# ---- std_rr_onehot_arbiter_flat ----
===== src/rtl/std_rr_onehot_arbiter_if.sv =====
// Request/grant bundle between W requesters and the round-robin arbiter.
// master = arbiter side (drives the grant), slave = requester/consumer side.
interface std_rr_onehot_arbiter_if #(
  parameter int W = 4
);
  localparam int IW = (W > 1) ? $clog2(W) : 1;

  logic [W-1:0]  req;
  logic          ready;
  logic          valid;
  logic [W-1:0]  grant;
  logic [IW-1:0] index;

  modport master (
    input  req,
    input  ready,
    output valid,
    output grant,
    output index
  );

  modport slave (
    output req,
    output ready,
    input  valid,
    input  grant,
    input  index
  );
endinterface


===== src/rtl/std_rr_onehot_arbiter.sv =====
// Round-robin one-hot arbiter; unlocked grant is combinational from req, locked grant comes from registers.
// A stalled grant (valid & ~ready) is latched and held until accepted; priority rotates past each accepted winner.
module std_rr_onehot_arbiter #(
  parameter int W = 4
) (
  input logic                          i_clk,
  input logic                          i_rst,
  std_rr_onehot_arbiter_if.master      io_bus
);
  localparam int IW = (W > 1) ? $clog2(W) : 1;

  logic [W-1:0]  w_req;
  logic [W-1:0]  w_scan;
  logic [W-1:0]  w_grant;
  logic          w_valid;
  logic [IW-1:0] w_index;

  logic          r_locked;
  logic [W-1:0]  r_lgrant;

  assign w_req = io_bus.req;

  generate
    if (W == 1) begin : g_single
      assign w_scan = w_req;
    end else begin : g_multi
      logic [W-1:0]   r_prio;
      logic [2*W-1:0] w_dreq;
      logic [2*W-1:0] w_dscan;

      // Subtracting prio clears the first set request at/above prio in the doubled vector;
      // the AND-NOT isolates that bit, and folding both halves handles the wrap.
      assign w_dreq  = {w_req, w_req};
      assign w_dscan = w_dreq & ~(w_dreq - {{W{1'b0}}, r_prio});
      assign w_scan  = w_dscan[W-1:0] | w_dscan[2*W-1:W];

      always_ff @(posedge i_clk or negedge i_rst) begin
        if (!i_rst) begin
          r_prio <= W'(1);
        end else if (w_valid && io_bus.ready) begin
          r_prio <= {w_grant[W-2:0], w_grant[W-1]};
        end
      end
    end
  endgenerate

  assign w_valid = r_locked | (|w_req);
  assign w_grant = r_locked ? r_lgrant : w_scan;

  always_comb begin
    w_index = '0;
    for (int k = 0; k < W; k++) begin
      if (w_grant[k]) begin
        w_index = w_index | IW'(k);
      end
    end
  end

  always_ff @(posedge i_clk or negedge i_rst) begin
    if (!i_rst) begin
      r_locked <= 1'b0;
      r_lgrant <= '0;
    end else if (w_valid) begin
      if (io_bus.ready) begin
        r_locked <= 1'b0;
      end else begin
        r_locked <= 1'b1;
        r_lgrant <= w_grant;
      end
    end
  end

  assign io_bus.valid = w_valid;
  assign io_bus.grant = w_grant;
  assign io_bus.index = w_index;
endmodule


===== src/flat_wrapper.sv =====
// flat-port wrapper written by rule: the top's interface ports become plain ports
module std_rr_onehot_arbiter_flat 
#(
  parameter int W = 4
)
  (i_clk, i_rst, io_bus_req, io_bus_ready, io_bus_valid, io_bus_grant, io_bus_index);
  std_rr_onehot_arbiter_if #(.W(W)) io_bus_i ();
  input logic i_clk;
  input logic i_rst;
  input wire logic [$bits(io_bus_i.req)-1:0] io_bus_req;
  input wire logic [$bits(io_bus_i.ready)-1:0] io_bus_ready;
  output wire logic [$bits(io_bus_i.valid)-1:0] io_bus_valid;
  output wire logic [$bits(io_bus_i.grant)-1:0] io_bus_grant;
  output wire logic [$bits(io_bus_i.index)-1:0] io_bus_index;
  assign io_bus_i.req = io_bus_req;
  assign io_bus_i.ready = io_bus_ready;
  assign io_bus_valid = io_bus_i.valid;
  assign io_bus_grant = io_bus_i.grant;
  assign io_bus_index = io_bus_i.index;
  std_rr_onehot_arbiter #(.W(W)) u_core (.i_clk(i_clk), .i_rst(i_rst), .io_bus(io_bus_i));
endmodule

===== config.mk =====
export PLATFORM = sky130hd
export DESIGN_NAME = std_rr_onehot_arbiter_flat
export DESIGN_NICKNAME = d
export VERILOG_FILES = /design/src/rtl/std_rr_onehot_arbiter_if.sv /design/src/rtl/std_rr_onehot_arbiter.sv /design/src/flat_wrapper.sv
export SDC_FILE = /design/constraint.sdc
export NUM_CORES = 1
export LEC_CHECK = 0
export CAP_MARGIN = 20
export CORE_MARGIN = 1
export CORE_UTILIZATION = 50
export CTS_BUF_LIST = sky130_fd_sc_hd__clkbuf_16
export CTS_CLUSTER_DIAMETER = 150
export DETAILED_ROUTE_END_ITERATION = 10
export PLACE_DENSITY_LB_ADDON = 0.08
export SYNTH_ARGS = -nofsm -noshare
export SYNTH_HDL_FRONTEND = slang
export SYNTH_SLANG_ARGS = --single-unit
export TNS_END_PERCENT = 20

===== constraint.sdc =====
create_clock -name i_clk -period 3 [get_ports i_clk]
set_input_delay 0.45 -clock i_clk [delete_from_list [all_inputs] [get_ports i_clk]]
set_output_delay 0.45 -clock i_clk [all_outputs]
set_load 0.1 [all_outputs]

# ---- arb4_rr_ctrl ----
[config.mk]
export PLATFORM = sky130hd
export DESIGN_NAME = arb4_rr_ctrl
export DESIGN_NICKNAME = d
export VERILOG_FILES = /design/src/rtl/arb4_rr_ctrl.sv
export SDC_FILE = /design/constraint.sdc
export NUM_CORES = 1
export LEC_CHECK = 0
export CELL_PAD_IN_SITES_DETAIL_PLACEMENT = 1
export CELL_PAD_IN_SITES_GLOBAL_PLACEMENT = 1
export CORE_ASPECT_RATIO = 0.7
export CORE_UTILIZATION = 37
export CTS_CLUSTER_SIZE = 10
export DETAILED_ROUTE_END_ITERATION = 7
export GPL_ROUTABILITY_DRIVEN = 1
export PLACE_DENSITY = 0.81
export SLEW_MARGIN = 10
export SYNTH_ARGS = -nofsm -noshare
export SYNTH_HDL_FRONTEND = slang
export SYNTH_SLANG_ARGS = --single-unit
[constraint.sdc]
create_clock -name clk -period 1.8 [get_ports clk]
set_input_delay 0.27 -clock clk [delete_from_list [all_inputs] [get_ports clk]]
set_output_delay 0.27 -clock clk [all_outputs]
set_load 0.02 [all_outputs]
[src/rtl/arb4_rr_ctrl.sv]
// Four-client round-robin arbiter. It drives a one-hot grant and limits how long one owner may hold it.
// Every grant is followed by at least one idle cycle before the next owner is chosen.
module arb4_rr_ctrl #(
    parameter int MAX_HOLD = 8
) (
    input  logic       clk,
    input  logic       rst_n,
    input  logic [3:0] req,
    output logic [3:0] gnt,
    output logic [1:0] gnt_idx,
    output logic       gnt_valid,
    output logic       timeout
);

    typedef enum logic {
        IDLE,
        GRANT
    } state_t;

    localparam logic [7:0] HoldLimit = 8'(MAX_HOLD);

    state_t     state_q;
    logic [1:0] ptr_q;
    logic [7:0] holdCnt_q;
    logic [3:0] gnt_q;
    logic [1:0] idx_q;
    logic       valid_q;
    logic       timeout_q;

    logic [1:0] pickIdx_d;
    logic [3:0] pickGnt_d;

    // Scanning the farthest offset first means the requester nearest the pointer is written last and wins.
    always_comb begin
        pickIdx_d = ptr_q;
        for (int i = 3; i >= 0; i--) begin
            if (req[ptr_q + 2'(i)]) begin
                pickIdx_d = ptr_q + 2'(i);
            end
        end
        pickGnt_d = 4'b0001 << pickIdx_d;
    end

    always_ff @(posedge clk or negedge rst_n) begin
        if (!rst_n) begin
            state_q   <= IDLE;
            ptr_q     <= 2'b00;
            holdCnt_q <= 8'd0;
            gnt_q     <= 4'b0000;
            idx_q     <= 2'b11;
            valid_q   <= 1'b0;
            timeout_q <= 1'b0;
        end else begin
            case (state_q)
                IDLE: begin
                    timeout_q <= 1'b0;
                    if (req != 4'b0000) begin
                        state_q   <= GRANT;
                        idx_q     <= pickIdx_d;
                        gnt_q     <= pickGnt_d;
                        valid_q   <= 1'b1;
                        holdCnt_q <= 8'd1;
                    end
                end
                GRANT: begin
                    // A release with the owner still requesting can only be the hold limit, so req[idx_q] is the timeout flag.
                    if (!req[idx_q] || holdCnt_q == HoldLimit) begin
                        state_q   <= IDLE;
                        gnt_q     <= 4'b0000;
                        valid_q   <= 1'b0;
                        ptr_q     <= idx_q + 2'd1;
                        timeout_q <= req[idx_q];
                    end else begin
                        holdCnt_q <= holdCnt_q + 8'd1;
                    end
                end
                default: begin
                    state_q <= IDLE;
                end
            endcase
        end
    end

    assign gnt       = gnt_q;
    assign gnt_idx   = idx_q;
    assign gnt_valid = valid_q;
    assign timeout   = timeout_q;

endmodule

==> std_rr_onehot_arbiter_flat/placement_by_type.png <==
The bar under the picture is 10 µm long.
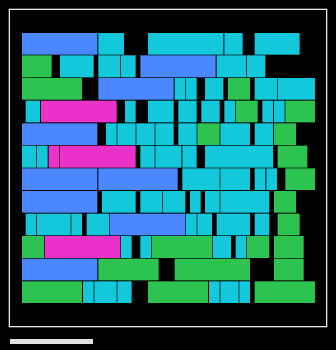
magenta -> clock drivers and dummy loads  # cells 4
blue -> flops  # cells 9
green -> other buffers and delay cells  # cells 21
cyan -> combinational and other logic  # cells 63
core region area: 0.00116 mm²
total number of placement rows: 12
sequential fraction of total cell area: 21.9%

==> datasheet_impl.txt, std_rr_onehot_arbiter_flat <==
Physical design parameters

Parameter                              Value

Global routing
  Global route overflow    0
  Maximum number of pins on one net before global-route repair    13
  Wire length of the first global-routing pass    between 2000 and 3000 µm

Synth
  Post-synth seq share    a little over a third
  Area of the synthesized netlist per yosys stat    around 650 µm²
  Count of state elements after synthesis    9
  Largest cells by area after synthesis    dfrtp_1 (31%), ha_1 (5.8%), inv_1 (5.2%)
  Post-synthesis cell area    ~650 µm²

Final layout
  Total of clock buffers placed in the layout    3
  Combinational Gates    54
  Fraction of area in clock buffers and inverters    7.63%
  Most common logic cells in the final layout    inv_1 (10), buf_4 (8), dfrtp_1 (8)
  Buffers excl. clock    21

Final timing
  Sum of negative setup slack    0 ps
  Final-report setup violation count    0

Run status
  Run status    complete, no violations

Placed design
  Placed instance area    936 µm²

Floorplan
  Die Footprint    0.00145 mm²

Worst setup path
  Crit start category    input pin
  Worst reg-to-reg path cell count    7
  Crit path kind    input pin to output pin
  Required @ worst endpoint    between 2000 and 3000 ps
  Setup crit end kind    output pin

Run
  Number of warnings the tools reported    27

Clock tree
  Number of buffers inserted for hold repair after clock tree synthesis    0
-- std_rr_onehot_arbiter_flat: cell families (layout without fill, tap and decap cells) --
kind of cell               Yosys count  count (layout)  share of synthesized area (%)
muxes                                4               4                           6.73
adders and majority gates            4               4                           8.85
xor gates and xnor gates             1               1                           1.35
buffers and inverters               10              34                           5.96
AOI/OAI and AO/OA                   21              21                           22.5
and+or+nand+nor                     24              24                           19.8
DFF                                  9               9                           34.8
-- std_rr_onehot_arbiter_flat: power by group --
group / switching, mW / internal, mW
combinational: 0.324 / 0.206
sequential: 0.0253 / 0.154
clock: 0.0573 / 0.174
total: 0.406 / 0.534
==> arb4_rr_ctrl/flops_by_reg.png <==
The bar under the picture is 20 µm long.
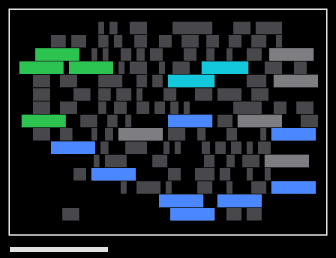
green -> `gnt`  # flops 4, where north-west
blue -> `holdCnt_q`  # flops 8
cyan -> `gnt_idx`  # flops 2
final design utilization: 51.0%
combined flip-flop and latch cell area: 478 µm²
power in sequential cells: 0.753 mW
sequential fraction of total cell area: 37.0%

==> arb4_rr_ctrl/clk_routes.png <==
The bar under the picture is 20 µm long.
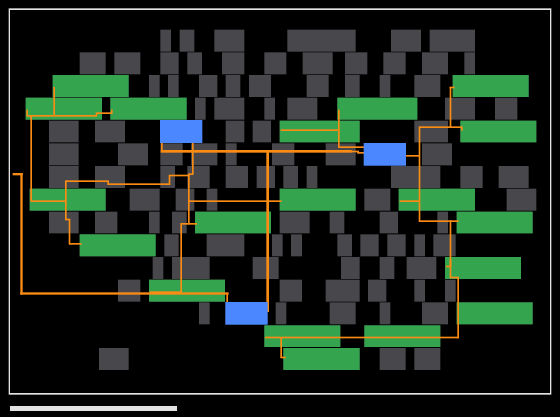
green -> flip-flops  # count 19
blue -> clock drivers  # count 3
orange -> clock wires  # length 271 µm
flops lie = widely spread
worst clock skew: 1.71 ps
Clock Power: 0.306 mW
clock share of power: 14.7%
clock latency (worst-skew pair): 260 ps

==> datasheet_impl.txt, arb4_rr_ctrl <==
Physical design parameters

Parameter                              Value

Floorplan
  Core region area    between 0.002 and 0.003 mm²

Global routing
  Number of antenna violations at the first check in global routing    0
  Most utilized layer in the global route result    met2
  Global route overflow    0

Final timing
  Worst hold margin    about 310 ps
  Worst rel slew slack    70.9%
  Worst Setup Slack, final    around 54 ps
  Achievable clock frequency    about 0.57 GHz

Synth
  Largest cells by area after synthesis    dfrtp_1 (42%), dfstp_2 (5.2%), a32o_1 (4.9%)
  Fraction of registers with async set or reset after synthesis    100%
  Prevailing logic family in the synthesized netlist    simple AND/OR/NAND/NOR gates
  Leading post-synthesis cells by instance count    dfrtp_1 (17), nand2_1 (9), nor2_1 (9)
  Post-synth seq share    around 47%
  Most used DFF post-synth    dfrtp_1
  Post-synthesis area per instance    about 11 µm²

Final layout
  Non-clk buf share    16.9%
  Number of inverters outside the clock class in the layout    3
  Gate Area    approximately 500 µm²

Worst setup path
  Worst reg-to-reg path cell count    4
  Setup crit end kind    flip-flop

Run status
  Run status    complete, no violations

Placed design
  Placed insts    ~150
  Routability Congestion    around 0.8

Clock tree
  Number of buffers inserted for hold repair after clock tree synthesis    0
  Number of cells upsized or downsized after cts    1

Drt
  Total Routed Length    2550 µm
  Detailed-route via count    ~840

Pwr
  Main power-consuming group    combinational cells
  Internal power    1.24 mW
  Sequential group share of total power    between 30% and 40%
  PwrDens    approximately 1600 mW/mm²
## arb4_rr_ctrl: path summary, 6_finish.rpt
path                            start      endpoint  slack, ps
min                             rst_n  holdCnt_q[2]        310
max reg2reg                gnt_idx[1]      ptr_q[1]         50
min in group clk            gnt_valid     gnt_valid        480
min reg2reg                 gnt_valid     gnt_valid        480
max                        gnt_idx[1]      ptr_q[1]         50
max in group asynchronous       rst_n       timeout        980
## arb4_rr_ctrl: critical path: stages, from the launching register on
cell	delay, ps
dfstp_2	550
mux4_2	570
o21ai_4	130
nand2_4	80
mux2_4	300

==> gallery <==
Gate families picked out.
panel A
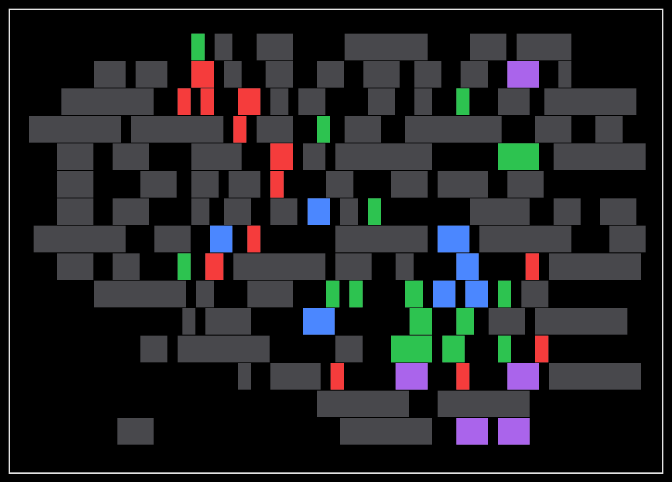
panel B
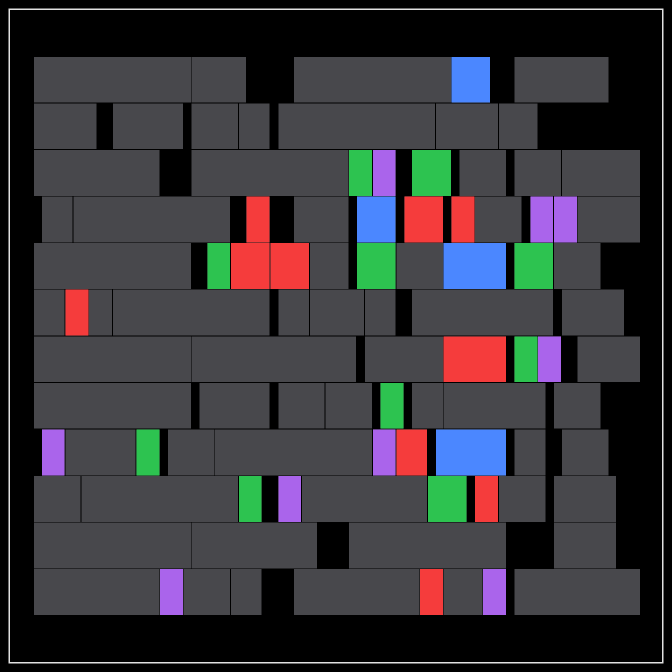
- arb4_rr_ctrl = panel A
- std_rr_onehot_arbiter_flat = panel B
Of these, most cells: panel A

Key to panel B:
red -> NOR gates  # cells 10, most used nor2_1
green -> NAND gates  # cells 10, most used nand2_1
blue -> AND and OR gates  # cells 4, most used or2_2
purple -> inverters  # cells 9, most used inv_1


No activity file was given, so power comes from the tool's default toggle rates.
